######## block 1 ########
**Block 1: M3 wires**

The bar under the picture is 20 um long.
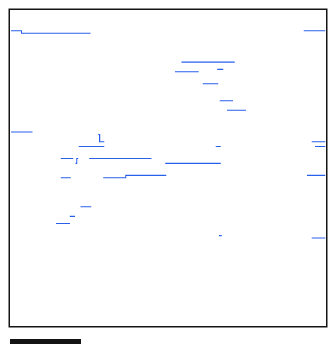

[src/rtl/motor_pwm_state_ctrl.sv]
// Motor PWM state controller: two debounced buttons step or clear a 5-level
// duty state, and a free-running counter turns that state into a motor PWM.
// Optional feature macro: AUTO_OFF_EN. When it is defined, an inactivity timer
// forces the state back to off and pulses o_auto_off.
module motor_pwm_state_ctrl #(
  parameter int unsigned DEBOUNCE_CYCLES = 1_000_000,
  parameter int unsigned PWM_PERIOD      = 1000,
  parameter int unsigned AUTO_OFF_CYCLES = 500_000_000
) (
  input  logic       i_clk,
  input  logic       i_reset_n,
  input  logic       i_btn_up,
  input  logic       i_btn_off,
  output logic [2:0] o_pwm_state,
  output logic       o_pwm,
  output logic       o_auto_off
);

  typedef enum logic [2:0] {
    ST_OFF = 3'd0,
    ST_25  = 3'd1,
    ST_50  = 3'd2,
    ST_75  = 3'd3,
    ST_100 = 3'd4
  } state_t;

  localparam int unsigned DB_W    = $clog2(DEBOUNCE_CYCLES);
  localparam int unsigned CNT_W   = $clog2(PWM_PERIOD);
  localparam int unsigned THR_W   = $clog2(PWM_PERIOD + 1);
  localparam int unsigned QTR     = PWM_PERIOD / 4;
  localparam int unsigned BTN_UP  = 0;
  localparam int unsigned BTN_OFF = 1;

  // Reject parameter sets the logic cannot represent
  if (DEBOUNCE_CYCLES < 2) begin : g_bad_debounce
    $error("DEBOUNCE_CYCLES must be at least 2");
  end
  if ((PWM_PERIOD < 4) || ((PWM_PERIOD % 4) != 0)) begin : g_bad_period
    $error("PWM_PERIOD must be a multiple of 4 and at least 4");
  end
  if (AUTO_OFF_CYCLES < 2) begin : g_bad_auto_off
    $error("AUTO_OFF_CYCLES must be at least 2");
  end

  logic [1:0]      btn_raw;
  logic [1:0]      sync1;
  logic [1:0]      sync2;
  logic [1:0]      level;
  logic [1:0]      level_prev;
  logic [1:0]      press;
  logic [DB_W-1:0] db_cnt [2];

  state_t          state;

  logic [CNT_W-1:0] pwm_cnt;
  logic [THR_W-1:0] thr;
  logic             pwm_q;
  logic             period_end_c;
  logic [CNT_W-1:0] cnt_next_c;
  logic [THR_W-1:0] duty_c;
  logic [THR_W-1:0] thr_next_c;

  assign btn_raw = {i_btn_off, i_btn_up};

  // Two-flop synchronizer for both raw buttons
  always_ff @(posedge i_clk) begin
    if (!i_reset_n) begin
      sync1 <= '0;
      sync2 <= '0;
    end else begin
      sync1 <= btn_raw;
      sync2 <= sync1;
    end
  end

  // Debounce: accept a new level after DEBOUNCE_CYCLES consecutive mismatches;
  // press pulses one cycle after the accepted level rises
  always_ff @(posedge i_clk) begin
    if (!i_reset_n) begin
      level      <= '0;
      level_prev <= '0;
      press      <= '0;
      for (int i = 0; i < 2; i++) begin
        db_cnt[i] <= '0;
      end
    end else begin
      level_prev <= level;
      press      <= level & ~level_prev;
      for (int i = 0; i < 2; i++) begin
        if (sync2[i] == level[i]) begin
          db_cnt[i] <= '0;
        end else if (db_cnt[i] == DB_W'(DEBOUNCE_CYCLES - 1)) begin
          level[i]  <= sync2[i];
          db_cnt[i] <= '0;
        end else begin
          db_cnt[i] <= db_cnt[i] + DB_W'(1);
        end
      end
    end
  end

`ifdef AUTO_OFF_EN
  localparam int unsigned TM_W = $clog2(AUTO_OFF_CYCLES);

  logic [TM_W-1:0] idle_cnt;
  logic            auto_off_q;
  logic            idle_expired_c;

  assign idle_expired_c = (idle_cnt == TM_W'(AUTO_OFF_CYCLES - 1)) && (state != ST_OFF);
  assign o_auto_off     = auto_off_q;
`else
  assign o_auto_off = 1'b0;
`endif

  // Duty state machine: off beats up, up wraps 100% to off, illegal codes recover to off
  always_ff @(posedge i_clk) begin
    if (!i_reset_n) begin
      state <= ST_OFF;
`ifdef AUTO_OFF_EN
      idle_cnt   <= '0;
      auto_off_q <= 1'b0;
`endif
    end else begin
`ifdef AUTO_OFF_EN
      auto_off_q <= 1'b0;
`endif
      if (press[BTN_OFF]) begin
        state <= ST_OFF;
      end else if (press[BTN_UP]) begin
        case (state)
          ST_OFF:  state <= ST_25;
          ST_25:   state <= ST_50;
          ST_50:   state <= ST_75;
          ST_75:   state <= ST_100;
          ST_100:  state <= ST_OFF;
          default: state <= ST_OFF;
        endcase
      end else if (state > ST_100) begin
        state <= ST_OFF;
`ifdef AUTO_OFF_EN
      end else if (idle_expired_c) begin
        state      <= ST_OFF;
        auto_off_q <= 1'b1;
`endif
      end
`ifdef AUTO_OFF_EN
      if ((|press) || (state == ST_OFF) || idle_expired_c) begin
        idle_cnt <= '0;
      end else begin
        idle_cnt <= idle_cnt + TM_W'(1);
      end
`endif
    end
  end

  assign o_pwm_state = state;

  // Next counter value and threshold; a new duty is only picked up at the period wrap
  always_comb begin
    period_end_c = (pwm_cnt == CNT_W'(PWM_PERIOD - 1));
    cnt_next_c   = period_end_c ? '0 : (pwm_cnt + CNT_W'(1));
    case (state)
      ST_25:   duty_c = THR_W'(QTR);
      ST_50:   duty_c = THR_W'(2 * QTR);
      ST_75:   duty_c = THR_W'(3 * QTR);
      ST_100:  duty_c = THR_W'(PWM_PERIOD);
      default: duty_c = '0;
    endcase
    thr_next_c = period_end_c ? duty_c : thr;
  end

  // PWM counter, latched threshold and registered output aligned to the counter
  always_ff @(posedge i_clk) begin
    if (!i_reset_n) begin
      pwm_cnt <= '0;
      thr     <= '0;
      pwm_q   <= 1'b0;
    end else begin
      pwm_cnt <= cnt_next_c;
      thr     <= thr_next_c;
      pwm_q   <= (THR_W'(cnt_next_c) < thr_next_c);
    end
  end

  assign o_pwm = pwm_q;

endmodule

[config.mk]
export PLATFORM = sky130hd
export DESIGN_NAME = motor_pwm_state_ctrl
export DESIGN_NICKNAME = d
export VERILOG_FILES = /design/src/rtl/motor_pwm_state_ctrl.sv
export SDC_FILE = /design/constraint.sdc
export NUM_CORES = 1
export LEC_CHECK = 0
export ABC_AREA = 0
export CAP_MARGIN = 40
export CORE_UTILIZATION = 50
export CTS_CLUSTER_SIZE = 12
export DETAILED_ROUTE_END_ITERATION = 7
export GPL_TIMING_DRIVEN = 0
export PLACE_DENSITY = 0.67
export SETUP_SLACK_MARGIN = 0.1
export SYNTH_ARGS = -nofsm -noshare
export SYNTH_HDL_FRONTEND = slang
export SYNTH_SLANG_ARGS = --single-unit
[constraint.sdc]
create_clock -name i_clk -period 3.3 [get_ports i_clk]
set_clock_uncertainty 0.15 [all_clocks]
set_input_delay 0.825 -clock i_clk [delete_from_list [all_inputs] [get_ports i_clk]]
set_output_delay 0.825 -clock i_clk [all_outputs]
set_load 0.03 [all_outputs]
######## block 2 ########
<file path="config.mk">
export PLATFORM = sky130hd
export DESIGN_NAME = wrt_ptr_ctrl_ext
export DESIGN_NICKNAME = d
export VERILOG_FILES = /design/src/rtl/wrt_ptr_ctrl_ext.sv
export SDC_FILE = /design/constraint.sdc
export NUM_CORES = 1
export LEC_CHECK = 0
export CORE_MARGIN = 4
export CORE_UTILIZATION = 50
export DETAILED_ROUTE_END_ITERATION = 12
export GPL_TIMING_DRIVEN = 0
export PLACE_DENSITY = 0.82
export SETUP_SLACK_MARGIN = 0.4
export SYNTH_ARGS = -nofsm -noshare
export SYNTH_HDL_FRONTEND = slang
export SYNTH_SLANG_ARGS = --single-unit
export TNS_END_PERCENT = 50
</file>
<file path="constraint.sdc">
create_clock -name wrt_clk -period 8.68 [get_ports wrt_clk]
set_input_delay 2.17 -clock wrt_clk [delete_from_list [all_inputs] [get_ports wrt_clk]]
set_output_delay 2.17 -clock wrt_clk [all_outputs]
set_load 0.01 [all_outputs]
</file>
<file path="src/rtl/wrt_ptr_ctrl_ext.sv">
// Write-domain pointer/flag controller for the async FIFO.
// Synchronises the read Gray pointer and derives full, level, almost-full, overflow.
module wrt_ptr_ctrl_ext #(
    parameter int ADDR_SIZE   = 4,
    parameter int SYNC_STAGES = 2
) (
    input  logic                 wrt_clk,
    input  logic                 wrt_rst,
    input  logic [ADDR_SIZE:0]   rd_ptr_gray,
    input  logic                 wrt_inc,
    input  logic [ADDR_SIZE:0]   af_thresh,
    input  logic                 ovf_clr,
    output logic                 wrt_en,
    output logic [ADDR_SIZE-1:0] wrt_addr,
    output logic [ADDR_SIZE:0]   wrt_ptr,
    output logic                 wrt_full,
    output logic                 wrt_almost_full,
    output logic [ADDR_SIZE:0]   wrt_level,
    output logic                 wrt_ovf
);

    logic [ADDR_SIZE:0] sync_q [SYNC_STAGES];
    logic [ADDR_SIZE:0] sync_rd_gray;
    logic [ADDR_SIZE:0] rd_bin;
    logic [ADDR_SIZE:0] wrt_bin_q;
    logic [ADDR_SIZE:0] wrt_bin_d;
    logic [ADDR_SIZE:0] gray_d;
    logic [ADDR_SIZE:0] level_d;
    logic [ADDR_SIZE:0] full_cmp;
    logic [ADDR_SIZE:0] wrt_ptr_q;
    logic [ADDR_SIZE:0] level_q;
    logic               full_q;
    logic               af_q;
    logic               ovf_q;

    // Read pointer crosses into the write domain through a plain flop chain
    always_ff @(posedge wrt_clk or posedge wrt_rst) begin
        if (wrt_rst) begin
            for (int i = 0; i < SYNC_STAGES; i++) sync_q[i] <= '0;
        end else begin
            sync_q[0] <= rd_ptr_gray;
            for (int i = 1; i < SYNC_STAGES; i++) sync_q[i] <= sync_q[i-1];
        end
    end

    assign sync_rd_gray = sync_q[SYNC_STAGES-1];

    // Gray to binary: each bit is the XOR of all Gray bits at or above it
    always_comb begin
        rd_bin = '0;
        for (int i = 0; i <= ADDR_SIZE; i++) rd_bin[i] = ^(sync_rd_gray >> i);
    end

    assign wrt_en    = wrt_inc & ~full_q;
    assign wrt_bin_d = wrt_bin_q + {{ADDR_SIZE{1'b0}}, wrt_en};
    assign gray_d    = (wrt_bin_d >> 1) ^ wrt_bin_d;
    assign level_d   = wrt_bin_d - rd_bin;
    // Full when the write pointer is exactly one lap ahead of the read pointer
    assign full_cmp  = {~sync_rd_gray[ADDR_SIZE:ADDR_SIZE-1],
                        sync_rd_gray[ADDR_SIZE-2:0]};

    // Pointer, level and flag registers
    always_ff @(posedge wrt_clk or posedge wrt_rst) begin
        if (wrt_rst) begin
            wrt_bin_q <= '0;
            wrt_ptr_q <= '0;
            level_q   <= '0;
            full_q    <= 1'b0;
            af_q      <= 1'b0;
        end else begin
            wrt_bin_q <= wrt_bin_d;
            wrt_ptr_q <= gray_d;
            level_q   <= level_d;
            full_q    <= (gray_d == full_cmp);
            af_q      <= (level_d >= af_thresh);
        end
    end

    // Sticky overflow: a dropped request wins over a simultaneous clear
    always_ff @(posedge wrt_clk or posedge wrt_rst) begin
        if (wrt_rst)                 ovf_q <= 1'b0;
        else if (wrt_inc && full_q)  ovf_q <= 1'b1;
        else if (ovf_clr)            ovf_q <= 1'b0;
    end

    assign wrt_addr        = wrt_bin_q[ADDR_SIZE-1:0];
    assign wrt_ptr         = wrt_ptr_q;
    assign wrt_full        = full_q;
    assign wrt_almost_full = af_q;
    assign wrt_level       = level_q;
    assign wrt_ovf         = ovf_q;

endmodule

</file>
######## block 3 ########
**src/rtl/ozphy_pkg.sv**
```systemverilog
// ozphy LTSSM shared types and training-set constants.
// Symbol values and state encoding used by every lane engine.
package ozphy_pkg;

    typedef enum logic [2:0] {
        DETECT_QUIET   = 3'd0,
        DETECT_ACTIVE  = 3'd1,
        POLLING_ACTIVE = 3'd2,
        POLLING_CONFIG = 3'd3,
        L0             = 3'd4
    } LTSSM_State;

    localparam logic [7:0] COM       = 8'hBC;
    localparam logic [7:0] PAD       = 8'hF7;
    localparam logic [7:0] TS1_ID    = 8'h4A;
    localparam logic [7:0] TS2_ID    = 8'h45;
    localparam logic [7:0] RATE_GEN1 = 8'h02;
    localparam logic [7:0] NFTS_VAL  = 8'h00;
    localparam logic [7:0] TRAIN_CTL = 8'h00;

    localparam logic [2:0] PD_P0      = 3'd0;
    localparam logic [2:0] PD_P2      = 3'd2;
    localparam logic [2:0] RXSTAT_DET = 3'b011;

    // {K flag, byte} for position idx of a TS1 or TS2 set
    function automatic logic [8:0] ts_sym(input logic [3:0] idx,
                                          input logic is_ts2);
        logic [8:0] s;
        case (idx)
            4'd0:       s = {1'b1, COM};
            4'd1, 4'd2: s = {1'b1, PAD};
            4'd3:       s = {1'b0, NFTS_VAL};
            4'd4:       s = {1'b0, RATE_GEN1};
            4'd5:       s = {1'b0, TRAIN_CTL};
            default:    s = {1'b0, is_ts2 ? TS2_ID : TS1_ID};
        endcase
        return s;
    endfunction

endpackage

```
**src/rtl/ozphy_lane_ltssm.sv**
```systemverilog
// Single-lane LTSSM: detect, polling TS1/TS2 exchange, L0.
// All PIPE and symbol outputs are registered from next state.
module ozphy_lane_ltssm
    import ozphy_pkg::*;
#(
    parameter int NTS         = 1024,
    parameter int DETECT_WAIT = 8,
    parameter int RX_TS_REQ   = 8,
    parameter int TX_TS2_REQ  = 16
) (
    input  logic       clk_i,
    input  logic       rst_i,
    input  logic       txdetectrx_i,
    input  logic [2:0] powerdown_i,
    input  logic       rx_ts1_seen_i,
    input  logic       rx_ts2_seen_i,
    input  logic       rx_os_bad_i,
    output logic [2:0] rxstatus_o,
    output logic       phystatus_o,
    output logic       rxelecidle_o,
    output logic [7:0] tx_sym_o,
    output logic       tx_symk_o,
    output logic       tx_valid_o,
    output logic [2:0] state_o,
    output logic       linkup_o
);

    localparam int TXMAX = (NTS > TX_TS2_REQ) ? NTS : TX_TS2_REQ;
    localparam int TXW   = $clog2(TXMAX + 1);
    localparam int RXW   = $clog2(RX_TS_REQ + 1);
    localparam int WW    = $clog2(DETECT_WAIT + 1);

    localparam logic [TXW:0]   TS1_GOAL = (TXW + 1)'(NTS);
    localparam logic [TXW:0]   TS2_GOAL = (TXW + 1)'(TX_TS2_REQ);
    localparam logic [TXW:0]   TX_ONE   = (TXW + 1)'(1);
    localparam logic [RXW-1:0] RX_FULL  = RXW'(RX_TS_REQ);
    localparam logic [RXW-1:0] RX_ONE   = RXW'(1);
    localparam logic [WW-1:0]  WAIT_END = WW'(DETECT_WAIT);
    localparam logic [WW-1:0]  WAIT_ONE = WW'(1);

    LTSSM_State     state_q, state_d;
    logic [WW-1:0]  wait_q, wait_d;
    logic [3:0]     idx_q, idx_d;
    logic [TXW-1:0] txc_q, txc_d;
    logic [RXW-1:0] rxc_q, rxc_d;
    logic [2:0]     rxs_q, rxs_d;
    logic           phy_q, phy_d;
    logic           ei_q, ei_d;
    logic           link_q, link_d;
    logic [7:0]     sym_q, sym_d;
    logic           symk_q, symk_d;
    logic           valid_q, valid_d;

    logic           in_cfg, abort, set_end, rx_full;
    logic           rx_clr, rx_hit, advance;
    logic [TXW:0]   tx_goal, tx_inc;
    logic [TXW-1:0] tx_sat;
    logic [RXW-1:0] rx_next;

    // Counter arithmetic and set-boundary advance decision
    always_comb begin
        in_cfg  = (state_q == POLLING_CONFIG);
        abort   = (powerdown_i == PD_P2);
        set_end = (idx_q == 4'd15);
        rx_full = (rxc_q == RX_FULL);
        rx_clr  = rx_os_bad_i | (in_cfg & rx_ts1_seen_i);
        rx_hit  = rx_ts2_seen_i | (~in_cfg & rx_ts1_seen_i);
        tx_goal = in_cfg ? TS2_GOAL : TS1_GOAL;
        tx_inc  = {1'b0, txc_q} + TX_ONE;
        tx_sat  = (tx_inc >= tx_goal) ? tx_goal[TXW-1:0]
                                      : tx_inc[TXW-1:0];
        advance = set_end & (tx_inc >= tx_goal) & rx_full;
        if (rx_clr)
            rx_next = '0;
        else if (rx_hit && !rx_full)
            rx_next = rxc_q + RX_ONE;
        else
            rx_next = rxc_q;
    end

    // Lane state transitions and per-event PIPE status
    always_comb begin
        state_d = state_q;
        wait_d  = wait_q;
        idx_d   = idx_q;
        txc_d   = txc_q;
        rxc_d   = rxc_q;
        rxs_d   = 3'd0;
        phy_d   = 1'b0;
        ei_d    = ei_q;
        link_d  = link_q;
        unique case (state_q)
            DETECT_QUIET: begin
                if (txdetectrx_i) begin
                    state_d = DETECT_ACTIVE;
                    wait_d  = '0;
                    rxs_d   = RXSTAT_DET;
                    phy_d   = 1'b1;
                end
            end
            DETECT_ACTIVE: begin
                if (wait_q != WAIT_END) begin
                    wait_d = wait_q + WAIT_ONE;
                end else if (powerdown_i == PD_P0) begin
                    state_d = POLLING_ACTIVE;
                    idx_d   = '0;
                    txc_d   = '0;
                    rxc_d   = '0;
                    phy_d   = 1'b1;
                    ei_d    = 1'b0;
                end else if (abort) begin
                    state_d = DETECT_QUIET;
                end
            end
            POLLING_ACTIVE, POLLING_CONFIG: begin
                if (abort) begin
                    state_d = DETECT_QUIET;
                    idx_d   = '0;
                    txc_d   = '0;
                    rxc_d   = '0;
                    ei_d    = 1'b1;
                end else begin
                    idx_d = idx_q + 4'd1;
                    rxc_d = rx_next;
                    if (set_end)
                        txc_d = tx_sat;
                    if (advance) begin
                        txc_d = '0;
                        rxc_d = '0;
                        if (in_cfg) begin
                            state_d = L0;
                            link_d  = 1'b1;
                        end else begin
                            state_d = POLLING_CONFIG;
                        end
                    end
                end
            end
            L0: begin
                if (abort) begin
                    state_d = DETECT_QUIET;
                    link_d  = 1'b0;
                    ei_d    = 1'b1;
                end
            end
            default: state_d = DETECT_QUIET;
        endcase
    end

    // TS symbol for the set position about to be driven
    always_comb begin
        valid_d = (state_d == POLLING_ACTIVE) ||
                  (state_d == POLLING_CONFIG);
        if (valid_d)
            {symk_d, sym_d} = ts_sym(idx_d, state_d == POLLING_CONFIG);
        else
            {symk_d, sym_d} = 9'd0;
    end

    // State, counter and output registers
    always_ff @(posedge clk_i) begin
        if (rst_i) begin
            state_q <= DETECT_QUIET;
            wait_q  <= '0;
            idx_q   <= '0;
            txc_q   <= '0;
            rxc_q   <= '0;
            rxs_q   <= '0;
            phy_q   <= 1'b0;
            ei_q    <= 1'b1;
            link_q  <= 1'b0;
            sym_q   <= '0;
            symk_q  <= 1'b0;
            valid_q <= 1'b0;
        end else begin
            state_q <= state_d;
            wait_q  <= wait_d;
            idx_q   <= idx_d;
            txc_q   <= txc_d;
            rxc_q   <= rxc_d;
            rxs_q   <= rxs_d;
            phy_q   <= phy_d;
            ei_q    <= ei_d;
            link_q  <= link_d;
            sym_q   <= sym_d;
            symk_q  <= symk_d;
            valid_q <= valid_d;
        end
    end

    assign rxstatus_o   = rxs_q;
    assign phystatus_o  = phy_q;
    assign rxelecidle_o = ei_q;
    assign tx_sym_o     = sym_q;
    assign tx_symk_o    = symk_q;
    assign tx_valid_o   = valid_q;
    assign state_o      = state_q;
    assign linkup_o     = link_q;

endmodule

```
**src/rtl/ozphy_ltssm_array.sv**
```systemverilog
// Array of N_LANES independent lane LTSSM engines.
// Only slices the flat PIPE vectors; lanes never interact.
module ozphy_ltssm_array
    import ozphy_pkg::*;
#(
    parameter int N_LANES     = 16,
    parameter int NTS         = 1024,
    parameter int DETECT_WAIT = 8,
    parameter int RX_TS_REQ   = 8,
    parameter int TX_TS2_REQ  = 16
) (
    input  logic                   clk,
    input  logic                   reset,
    input  logic [N_LANES-1:0]     txdetectrx,
    input  logic [3*N_LANES-1:0]   powerdown,
    input  logic [N_LANES-1:0]     rx_ts1_seen,
    input  logic [N_LANES-1:0]     rx_ts2_seen,
    input  logic [N_LANES-1:0]     rx_os_bad,
    output logic [3*N_LANES-1:0]   rxstatus,
    output logic [N_LANES-1:0]     phystatus,
    output logic [N_LANES-1:0]     rxelecidle,
    output logic [8*N_LANES-1:0]   tx_sym,
    output logic [N_LANES-1:0]     tx_symk,
    output logic [N_LANES-1:0]     tx_valid,
    output logic [3*N_LANES-1:0]   lane_state,
    output logic [N_LANES-1:0]     linkup
);

    for (genvar i = 0; i < N_LANES; i++) begin : g_lane
        ozphy_lane_ltssm #(
            .NTS         (NTS),
            .DETECT_WAIT (DETECT_WAIT),
            .RX_TS_REQ   (RX_TS_REQ),
            .TX_TS2_REQ  (TX_TS2_REQ)
        ) u_lane (
            .clk_i         (clk),
            .rst_i         (reset),
            .txdetectrx_i  (txdetectrx[i]),
            .powerdown_i   (powerdown[3*i +: 3]),
            .rx_ts1_seen_i (rx_ts1_seen[i]),
            .rx_ts2_seen_i (rx_ts2_seen[i]),
            .rx_os_bad_i   (rx_os_bad[i]),
            .rxstatus_o    (rxstatus[3*i +: 3]),
            .phystatus_o   (phystatus[i]),
            .rxelecidle_o  (rxelecidle[i]),
            .tx_sym_o      (tx_sym[8*i +: 8]),
            .tx_symk_o     (tx_symk[i]),
            .tx_valid_o    (tx_valid[i]),
            .state_o       (lane_state[3*i +: 3]),
            .linkup_o      (linkup[i])
        );
    end

endmodule

```
**config.mk**
```make
export PLATFORM = sky130hd
export DESIGN_NAME = ozphy_ltssm_array
export DESIGN_NICKNAME = d
export VERILOG_FILES = /design/src/rtl/ozphy_pkg.sv /design/src/rtl/ozphy_lane_ltssm.sv /design/src/rtl/ozphy_ltssm_array.sv
export SDC_FILE = /design/constraint.sdc
export NUM_CORES = 2
export LEC_CHECK = 0
export CORE_ASPECT_RATIO = 0.9
export CORE_MARGIN = 4
export CORE_UTILIZATION = 35
export CTS_BUF_LIST = sky130_fd_sc_hd__clkbuf_2 sky130_fd_sc_hd__clkbuf_4 sky130_fd_sc_hd__clkbuf_8
export CTS_CLUSTER_SIZE = 12
export DETAILED_ROUTE_END_ITERATION = 16
export MAX_ROUTING_LAYER = met4
export PLACE_DENSITY = 0.58
export SYNTH_ARGS = -nofsm -noshare
export SYNTH_HDL_FRONTEND = slang
export SYNTH_SLANG_ARGS = --single-unit
```
**constraint.sdc**
```tcl
create_clock -name clk -period 6.2 [get_ports clk]
set_clock_uncertainty 0.2 [all_clocks]
set_input_delay 0.93 -clock clk [delete_from_list [all_inputs] [get_ports clk]]
set_output_delay 0.93 -clock clk [all_outputs]
set_load 0.02 [all_outputs]
```
######## block 4 ########
===== src/rtl/core_mem_arbiter.sv =====
// ---------------------------------------------------------------------------
// core_mem_arbiter
//  Round-robin arbiter that shares one memory controller port among
//  NUM_CORES requesters (eight standard cores plus the probabilistic core).
//  A single transaction is in flight at a time: IDLE picks a requester,
//  ISSUE/WAIT hold mem_req until mem_ready or a timeout, and RESP returns a
//  one-cycle done pulse with read data (or err on timeout).
//
// Ports
//  clk_i        clock, all logic on rising edge
//  rst_i        synchronous active-high reset
//  req_i        per-core request, held by the core until its done pulse
//  req_we_i     per-core write enable (1 = write, 0 = read)
//  req_addr_i   packed per-core address, core i at [i*ADDR_W +: ADDR_W]
//  req_wdata_i  packed per-core write data, core i at [i*DATA_W +: DATA_W]
//  gnt_o        one-hot grant, high for the whole transaction
//  done_o       one-cycle completion pulse to the granted core
//  rdata_o      read data, valid while done_o != 0
//  err_o        timeout abort flag, pulses together with done_o
//  busy_o       high whenever the arbiter is not idle
//  mem_req_o    memory request, held until mem_ready_i
//  mem_we_o     memory write enable
//  mem_addr_o   memory address
//  mem_wdata_o  memory write data
//  mem_ready_i  memory accept/complete strobe
//  mem_rdata_i  memory read data, valid with mem_ready_i
// ---------------------------------------------------------------------------
module core_mem_arbiter #(
  parameter int NUM_CORES = 9,
  parameter int ADDR_W    = 8,
  parameter int DATA_W    = 32,
  parameter int TIMEOUT   = 15
) (
  input  logic                        clk_i,
  input  logic                        rst_i,
  input  logic [NUM_CORES-1:0]        req_i,
  input  logic [NUM_CORES-1:0]        req_we_i,
  input  logic [NUM_CORES*ADDR_W-1:0] req_addr_i,
  input  logic [NUM_CORES*DATA_W-1:0] req_wdata_i,
  output logic [NUM_CORES-1:0]        gnt_o,
  output logic [NUM_CORES-1:0]        done_o,
  output logic [DATA_W-1:0]           rdata_o,
  output logic                        err_o,
  output logic                        busy_o,
  output logic                        mem_req_o,
  output logic                        mem_we_o,
  output logic [ADDR_W-1:0]           mem_addr_o,
  output logic [DATA_W-1:0]           mem_wdata_o,
  input  logic                        mem_ready_i,
  input  logic [DATA_W-1:0]           mem_rdata_i
);

  localparam int IDX_W = (NUM_CORES > 1) ? $clog2(NUM_CORES) : 1;
  localparam int CNT_W = $clog2(TIMEOUT + 1);

  typedef enum logic [1:0] {
    ST_IDLE  = 2'd0,
    ST_ISSUE = 2'd1,
    ST_WAIT  = 2'd2,
    ST_RESP  = 2'd3
  } state_e;

  // First requester at or after ptr, searching upward with wrap-around.
  function automatic logic [IDX_W-1:0] pick_next(input logic [NUM_CORES-1:0] r,
                                                  input logic [IDX_W-1:0]     p);
    logic [IDX_W-1:0] sel;
    logic             found;
    int               j;
    sel   = '0;
    found = 1'b0;
    for (int k = 0; k < NUM_CORES; k++) begin
      j = int'(p) + k;
      j = (j >= NUM_CORES) ? (j - NUM_CORES) : j;
      if (!found && r[j]) begin
        sel   = IDX_W'(j);
        found = 1'b1;
      end
    end
    return sel;
  endfunction

  function automatic logic [NUM_CORES-1:0] onehot(input logic [IDX_W-1:0] i);
    logic [NUM_CORES-1:0] v;
    v    = '0;
    v[i] = 1'b1;
    return v;
  endfunction

  // Registered state and latched transaction fields
  state_e               state_q, state_d;
  logic [IDX_W-1:0]     ptr_q, ptr_d;
  logic [IDX_W-1:0]     idx_q, idx_d;
  logic                 we_q, we_d;
  logic [ADDR_W-1:0]    addr_q, addr_d;
  logic [DATA_W-1:0]    wdata_q, wdata_d;
  logic [CNT_W-1:0]     count_q, count_d;

  // Registered outputs
  logic [NUM_CORES-1:0] gnt_q, gnt_d;
  logic [NUM_CORES-1:0] done_q, done_d;
  logic [DATA_W-1:0]    rdata_q, rdata_d;
  logic                 err_q, err_d;
  logic                 busy_q, busy_d;
  logic                 mem_req_q, mem_req_d;
  logic                 mem_we_q, mem_we_d;
  logic [ADDR_W-1:0]    mem_addr_q, mem_addr_d;
  logic [DATA_W-1:0]    mem_wdata_q, mem_wdata_d;

  logic [IDX_W-1:0]     sel_idx_s;

  // Next-state and next-output logic; outputs are derived from the next
  // state so that the registered outputs line up with the state they describe.
  always_comb begin
    sel_idx_s = pick_next(req_i, ptr_q);
    state_d   = state_q;
    ptr_d     = ptr_q;
    idx_d     = idx_q;
    we_d      = we_q;
    addr_d    = addr_q;
    wdata_d   = wdata_q;
    count_d   = count_q;
    rdata_d   = '0;
    err_d     = 1'b0;

    case (state_q)
      ST_IDLE: begin
        if (req_i != '0) begin
          idx_d   = sel_idx_s;
          we_d    = req_we_i[sel_idx_s];
          addr_d  = req_addr_i[int'(sel_idx_s)*ADDR_W +: ADDR_W];
          wdata_d = req_wdata_i[int'(sel_idx_s)*DATA_W +: DATA_W];
          count_d = CNT_W'(1);
          state_d = ST_ISSUE;
        end else begin
          state_d = ST_IDLE;
        end
      end
      ST_ISSUE, ST_WAIT: begin
        // A ready on the final allowed cycle still counts as success.
        if (mem_ready_i) begin
          rdata_d = we_q ? '0 : mem_rdata_i;
          state_d = ST_RESP;
        end else if (count_q == CNT_W'(TIMEOUT)) begin
          err_d   = 1'b1;
          state_d = ST_RESP;
        end else begin
          count_d = count_q + CNT_W'(1);
          state_d = ST_WAIT;
        end
      end
      ST_RESP: begin
        ptr_d   = (idx_q == IDX_W'(NUM_CORES - 1)) ? '0 : (idx_q + IDX_W'(1));
        state_d = ST_IDLE;
      end
      default: begin
        state_d = ST_IDLE;
      end
    endcase

    busy_d    = (state_d != ST_IDLE);
    mem_req_d = (state_d == ST_ISSUE) || (state_d == ST_WAIT);
    if (mem_req_d) begin
      mem_we_d    = we_d;
      mem_addr_d  = addr_d;
      mem_wdata_d = wdata_d;
    end else begin
      mem_we_d    = 1'b0;
      mem_addr_d  = '0;
      mem_wdata_d = '0;
    end
    gnt_d  = busy_d ? onehot(idx_d) : '0;
    done_d = (state_d == ST_RESP) ? onehot(idx_d) : '0;
  end

  // State, latched fields and output registers with synchronous reset
  always_ff @(posedge clk_i) begin
    if (rst_i) begin
      state_q     <= ST_IDLE;
      ptr_q       <= '0;
      idx_q       <= '0;
      we_q        <= 1'b0;
      addr_q      <= '0;
      wdata_q     <= '0;
      count_q     <= '0;
      gnt_q       <= '0;
      done_q      <= '0;
      rdata_q     <= '0;
      err_q       <= 1'b0;
      busy_q      <= 1'b0;
      mem_req_q   <= 1'b0;
      mem_we_q    <= 1'b0;
      mem_addr_q  <= '0;
      mem_wdata_q <= '0;
    end else begin
      state_q     <= state_d;
      ptr_q       <= ptr_d;
      idx_q       <= idx_d;
      we_q        <= we_d;
      addr_q      <= addr_d;
      wdata_q     <= wdata_d;
      count_q     <= count_d;
      gnt_q       <= gnt_d;
      done_q      <= done_d;
      rdata_q     <= rdata_d;
      err_q       <= err_d;
      busy_q      <= busy_d;
      mem_req_q   <= mem_req_d;
      mem_we_q    <= mem_we_d;
      mem_addr_q  <= mem_addr_d;
      mem_wdata_q <= mem_wdata_d;
    end
  end

  assign gnt_o       = gnt_q;
  assign done_o      = done_q;
  assign rdata_o     = rdata_q;
  assign err_o       = err_q;
  assign busy_o      = busy_q;
  assign mem_req_o   = mem_req_q;
  assign mem_we_o    = mem_we_q;
  assign mem_addr_o  = mem_addr_q;
  assign mem_wdata_o = mem_wdata_q;

endmodule


===== config.mk =====
export PLATFORM = sky130hd
export DESIGN_NAME = core_mem_arbiter
export DESIGN_NICKNAME = d
export VERILOG_FILES = /design/src/rtl/core_mem_arbiter.sv
export SDC_FILE = /design/constraint.sdc
export NUM_CORES = 1
export LEC_CHECK = 0
export CAP_MARGIN = 20
export CORE_AREA = 2 2 197 199
export DETAILED_ROUTE_END_ITERATION = 16
export DIE_AREA = 0 0 199 201
export GPL_TIMING_DRIVEN = 1
export SLEW_MARGIN = 30
export SYNTH_ARGS = -nofsm -noshare
export SYNTH_HDL_FRONTEND = slang
export SYNTH_SLANG_ARGS = --single-unit

===== constraint.sdc =====
create_clock -name clk_i -period 13.4 [get_ports clk_i]
set_input_delay 1.34 -clock clk_i [delete_from_list [all_inputs] [get_ports clk_i]]
set_output_delay 1.34 -clock clk_i [all_outputs]
set_load 0.02 [all_outputs]

**Block 4: M3 wires**

The bar under the picture is 50 um long.
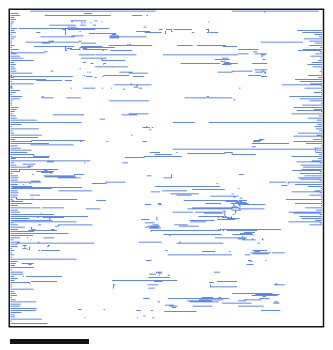
- main direction: horizontal
- share of all routed wire: 8.3%
- wire length on this layer: 5,460 um
met3 usage: 7.308%
vias post-DR: 15,360

**Block 4: clock network drawn from the DEF**

The bar under the picture is 50 um long.
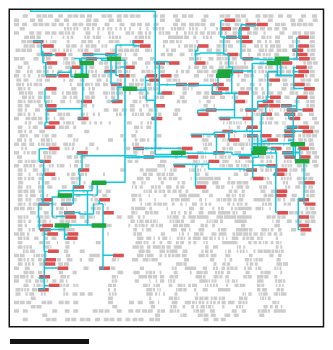
- red: flip-flops (count 149)
- cyan: clock wires (length 2,430 um)
- green: clock drivers (count 17)
- routed clock nets: 18

==> run notes, block 4 <==
yosys + openroad results -> status=finished clean, Final period util=about 53%, Max Clock Freq=around 140 MHz, WL met3=roughly 5.5 mm, crit path max fanout=73, Pre-Place Util=about a third, Simple-Gate Fraction of Synth Area=roughly a quarter, Hold Slack=0.5295 ns, main logic family after synthesis=AND-OR/OR-AND gates, slowest cell on the critical path=o32a_2, syn_area_per_cell=between 7 and 8 um2, Yosys Instances=about 1,600, pwr dens=151.1 nW/um2, vias in the first global route=14,680, sequential power share=a little under a quarter, routed wire length=roughly 66 mm, Worst Setup End Kind=flop, RR Endpoint=mem_wdata_o[22], met2 wire len=around 32 mm, sw frac=45.02%, Critical Path, Cell by Cell=inv_2, ha_1, and2b_1, nor4_2, or3_1, nand2_1, a32o_1, mux2i_2, a31oi_1, nor3_1, o32a_2, buf_4, nand2_8, mux2_1, o2111ai_1, a311oi_1, CP Launch Point=ptr_q[0], YS chip area=12,570 um2, chip area=~40,000 um2, crit path kind=flop to flop, switching pwr=about 1.3 mW, Area Growth Syn to Fin=46.33%, Reg-to-Reg Start=ptr_q[0], Die W=roughly 200 um, Buf/Inv on CP=2, Leak=roughly 6.6 nW, Slew HR=roughly 34%, r2r setup slk=around 6.3 ns, count of final setup violators=0, synth unique cells=117, Buffers on Ports=506, first-pass GRT wire length=around 96 mm, CTS tree=built, Comb power frac=a little under three fifths, Post-synth ARST share=0%, min-delay worst type=flop to flop, DR pass1 iterations=6, WP depth=16, AND-OR/OR-AND Cells, Area Fraction=between 30% and 40%, std cell rows=around 70, met2 Resource Use GR=54.35%, synth warn=0, Post-CTS Setup Inserts=0, Crit path required time=about 14 ns, Post-Syn Area=12,570 um2, pre-CTS setup slack=between 6 and 7 ns, CTS buffer count=17, Die H=201 um
block 4: power by group through the flow:
stage / Clock [mW] / Sequential (mW) / Combinational (mW)
floorplan: 0 / 0.737 / 0.868
global placement: 0 / 0.649 / 1.56
detailed placement: 0 / 0.649 / 1.58
CTS: 0.547 / 0.642 / 1.59
global route: 0.562 / 0.655 / 1.71
finish: 0.538 / 0.643 / 1.60
block 4: area by class of cell:
| type | count | area (um2) |
|---|---|---|
| inverters | 22 | 85.08 |
| well taps | 518 | 648.1 |
| multi-input cells | 1266 | 8767 |
| fillers | 3751 | 19710 |
| clock inverters | 13 | 195.2 |
| clock buffers | 19 | 442.9 |
| diodes | 7 | 17.52 |
| flip-flops and latches | 149 | 2984 |
| repair buffers | 529 | 5253 |
block 4: layout by cell type (no fill, tap or decap), drive strengths merged, types with 47 or more instances in the layout:
cell type and instances:
mux2 47, o21ai 165, nor2 106, nand4 78, a311oi 80, nand2 94
and2 48, clkdlybuf4s50 505, dfxtp 149, nand3 157
**Block 2: routed metal, one colour a layer**

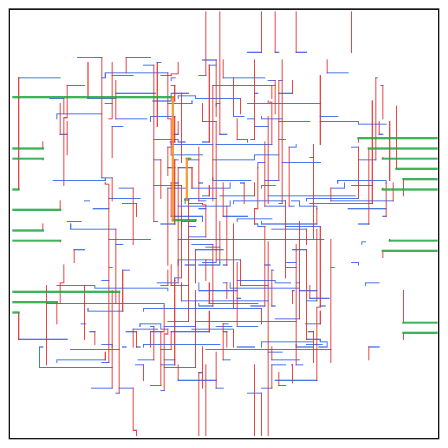
- green: metal 3 (wire length 135 um)
- red: metal 2 (wire length 1,010 um)
- orange: metal 4 (wire length 21.8 um)
- blue: metal 1 (wire length 745 um)
gr usage total: 13.10%
wire per inst: 12.51 um
vias post-DR: 743
routed wire length: 1.914 mm

**Block 2: sequential cells grouped by signal name**

Other sequential cells in the stronger grey, the rest of the logic in the fainter grey.
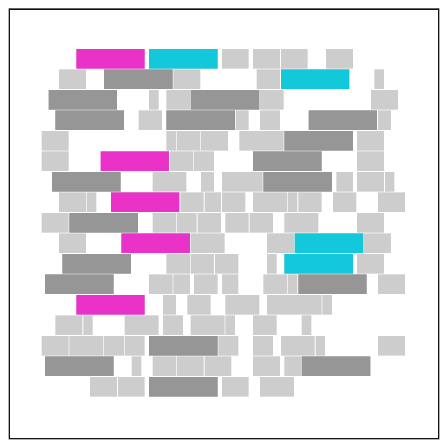
- cyan: wrt_ptr (placed flops 4)
- magenta: sync_rd_gray (placed flops 5)
register area: 675.6 um2
fin util: 69.97%

==> run notes, block 2 <==
yosys + openroad results -> number of enable flip-flop cells=0, Final period util=between 60% and 70%, Post-Syn Instances=90, vias in the first global route=765, Routability Congestion=0.7726, Tmin final=approximately 5.7 ns, Remaining DRCs=0, CTS buffer count=3, pwr dens=between 400 and 500 nW/um2, setup TNS=0 ns, first-pass GRT wire length=3.298 mm, synth unique cells=18, dominant register cell=dfrtp_1, Post-synth ARST share=100.0%, status=finished clean, adder share=approximately an eighth, post-detail-place hpwl=roughly 1.5 mm, std cell rows=17, Worst Max-Slew Pin Slew=between 0.9 and 1 ns, Critical Path, Cell by Cell=clkdlybuf4s50_1, nor2b_1, clkdlybuf4s50_1, DR pass1 iterations=4, Final Cell Area=about 1600 um2, tally of non-filler cells in the final layout=153, Crit path required time=around 6.5 ns, Pre-Place Util=between 50 and 60%, fraction of layout cells with a size suffix above 1=roughly 5.6%, XOR/XNOR Fraction of Synth Area=about 16%, Post-CTS Setup Inserts=0
## block 2: area by class of cell
class	instances	area share, %
multi-input combinational	50	29.78
inverter	13	3.122
timing repair buffer	31	19.86
tap	28	2.242
clock inverter	1	0.3203
clock buffer	3	1.441
sequential	27	43.23
## block 2: critical path, delay by kind of cell
kind | cells | cell delay [ns]
buf+inv | 2 | 1.07
simple gates | 1 | 0.24
## block 2: metal layers
metal | routed length, um | GRT usage (%)
met1 | 745 | 14.16
met5 | 0 | 0
met2 | 1012 | 24.42
met3 | 135 | 2.989
met4 | 21 | 4.967
## block 2: where the power goes
part           internal, mW  switching, mW
Combinational         0.203          0.181
Clock                0.0172         0.0347
Sequential            0.173         0.0202
Total                 0.393          0.236
## block 2: path summary, 6_finish.rpt
| check | end | slack, ns | cells past startpoint |
|---|---|---|---|
| min in group asynchronous | sync_q[7] | 2.36 | 2 |
| min | sync_rd_gray[1] | 0.36 | 0 |
| max | wrt_en | 3.03 | 3 |
| max reg2reg | wrt_almost_full | 5.48 | 12 |
| max in group asynchronous | wrt_level[3] | 5.74 | 2 |
| min reg2reg | sync_rd_gray[1] | 0.36 | 0 |
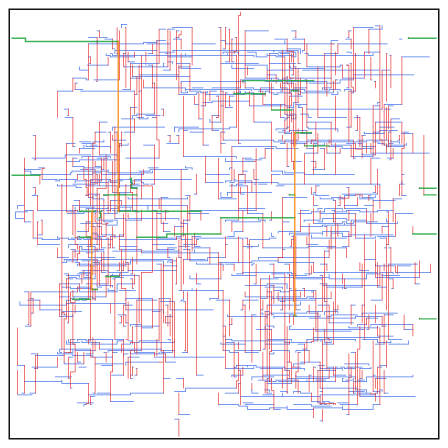
**Above:** block 1 (routed metal, one colour a layer).
- orange: metal 4 (wire length 89.8 um)
- green: metal 3 (wire length 161 um)
- blue: metal 1 (wire length 3,330 um)
- red: metal 2 (wire length 2,940 um)

Notes on 'M3 wires' of block 1 above:
- wire length on this layer: 161 um
- main direction: horizontal
- longest straight run: 19.3 um
- share of all routed wire: 2.5%
- nets with wire on the layer: 17
vias post-DR: 2,798
met3 usage: 3.139%
routed wire length: 6.521 mm

==> run notes, block 1 <==
yosys + openroad results -> status=finished clean, AND-OR/OR-AND Cells, Area Fraction=6.421%, Leak=1.648 nW, clock power share=around two fifths, fraction of layout cells with a size suffix above 1=6.772%, Pre-Place Util=between 50% and 60%, Final period util=approximately 83%, drt initial violations=between 80 and 90, Crit path required time=approximately 3.4 ns, wire per inst=~12 um, synth unique cells=between 40 and 50, Comb area share=between 40% and 50%, Commonest Layout Cell=nor2_1, clock-pin slew on the worst setup and hold paths=0.08 ns, Die H=a little under 90 um, sw frac=22.11%, sequential power share=55.5%, setup TNS=0 ns, clk tree area frac=under 10%, busiest metal layer after global routing=met2, Gate Area=between 1500 and 2000 um2, register area=1882 um2, Die W=about 89 um, maximum vdd drop=around 0.00025 V, Buf/Inv on CP=1, tally of non-filler cells in the final layout=~540, Inverters=8, cell internal pwr=1.444 mW, cell taking the most area after synthesis=edfxtp_1, Max Clock Freq=approximately 370 MHz, Routability Congestion=roughly 0.85, crit path max fanout=6, Critical Path, Cell by Cell=ha_1, nand2b_1, nor4_2, buf_4, mux2i_1, ha_1, a21o_1, a21o_1, a211oi_1, o211a_1, grt met1 use=a little under a quarter, top routing layer in use=met4, YS chip area=around 3800 um2
==> block 1: power groups by stage <==
stage | clock (mW) | combinational [mW] | sequential [mW]
finish | 0.735 | 0.0904 | 1.03
detailed placement | 0 | 0.0888 | 1.05
global placement | 0 | 0.0884 | 1.05
floorplan | 0 | 0.0656 | 1.04
CTS | 0.757 | 0.0900 | 1.03
global route | 0.796 | 0.104 | 1.03
==> block 1: sequential cells by signal, summed over array words and instances (netlist names) <==
register and count:
o_pwm 1, press 2, thr 10, sync1 2, o_pwm_state 3, level 2, db_cnt 40, pwm_cnt 10
level_prev 2, sync2 2
==> block 1: metrics by stage <==
stage | instance area (um2) | hold slack [ns] | setup slack [ns]
floorplan | 3946 | 0.2174 | 0.5489
global placement | 4140 | 0.2217 | 0.1410
detailed placement | 4148 | 0.2220 | 0.4853
CTS | 4367 | 0.2327 | 0.5835
global route | 4367 | 0.2387 | 0.3891
finish | 4367 | 0.2318 | 0.5733
==> block 1: worst paths after layout <==
check,cells past startpoint,start,slack [ns],to
setup / recovery,10,pwm_cnt[0],0.57,o_pwm
setup reg to reg,10,pwm_cnt[0],0.57,o_pwm
hold reg to reg,1,level_prev[0],0.23,press[0]
hold / removal,1,level_prev[0],0.23,press[0]
**Block 3: M3 wires**

The bar under the picture is 100 um long.
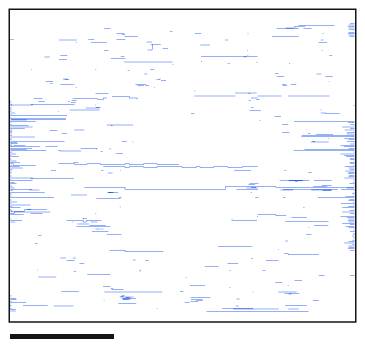
- wire length on this layer: 4,680 um
- main direction: horizontal
- nets with wire on the layer: 343
- longest straight run: 97.7 um

==> run notes, block 3 <==
yosys + openroad results -> status=finished clean, Synth flops=592, Hold Crit Depth=1, max-slew violations=0, hold path startpoint=g_lane[12].u_lane.rxelecidle_o, Area Growth Syn to Fin=19.92%, dominant register cell=dfxtp_1, Inst Count DP=about 5,500, fin util=a little over two fifths, main logic family after synthesis=simple AND/OR/NAND/NOR gates, largest net degree at the start of global routing=141, # IOs=approximately 420, Pre-Place Util=a little over a third, CTS tree=built, dominant cell by count in the synthesized netlist=dfxtp_1, Comb power frac=roughly 5.1%, setup TNS=0 ns, tap cells=~1,200, n_diodes=9, switching pwr=~2.0 mW, Post-Syn Instances=just over 4,000, routed wire length=between 80 and 90 mm, pwr dens=217.3 nW/um2, YS chip area=around 33,000 um2, Reg-to-Reg Start=g_lane[2].u_lane.txc_q[0], cell internal pwr=roughly 6.6 mW, DR pass1 iterations=5, maximum vdd drop=0.0001414 V, core box area=93,100 um2, tally of non-filler cells in the final layout=between 5,000 and 6,000, vias post-DR=29,780, syn_area_per_cell=between 7 and 8 um2
-- block 3: per-layer routing --
metal	wire length, um	share of wire (%)	vias up	GRT usage, %
met1	43200	50	13820	23.80
met4	1718	2.0	0	4.858
met3	4676	5.4	130	3.775
met5	0	0	-	-
li1	-	-	15200	-
met2	36550	42	632	25.23
-- block 3: state kept, by name (all words and copies together) (netlist names) --
register and cells:
g_lane.u_lane.tx_valid_o 16, g_lane.u_lane.state_o 48, g_lane.u_lane.idx_q 64, g_lane.u_lane.rxstatus_o 16, g_lane.u_lane.linkup_o 16, g_lane.u_lane.rxelecidle_o 16
g_lane.u_lane.phystatus_o 16, g_lane.u_lane.tx_sym_o 96, g_lane.u_lane.rxc_q 64, g_lane.u_lane.txc_q 176, g_lane.u_lane.wait_q 64
-- block 3: metrics by stage --
stage | hold WS (ns) | setup WS [ns]
after floorplan | 0.2338 | 2.916
after global routing | 0.2865 | 1.849
after detailed placement | 0.2519 | 1.940
after global placement | 0.2487 | 2.008
after CTS | 0.2659 | 2.317
final | 0.2624 | 2.284


==> layout pictures side by side <==
Clock network drawn from the DEF.
Plate I
The bar under the picture is 20 um long.
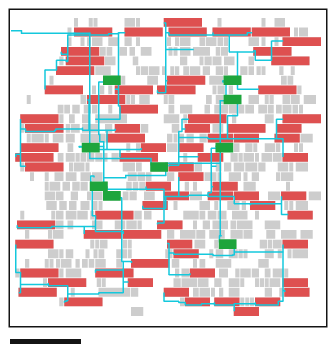
Plate II
The bar under the picture is 20 um long.
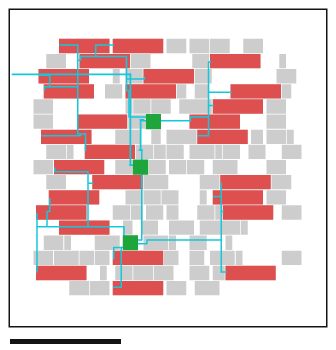
Plate III
The bar under the picture is 100 um long.
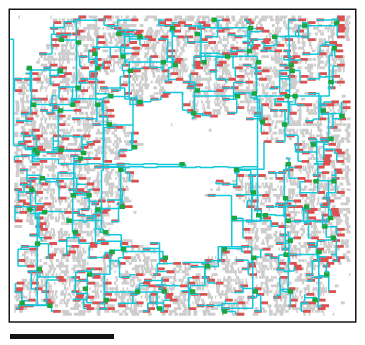
block 1: Plate I
block 3: Plate III
block 2: Plate II
- most sequential cells: Plate III
- smallest die: Plate II

Power figures rest on the tool's default switching activity, not on a simulated workload.
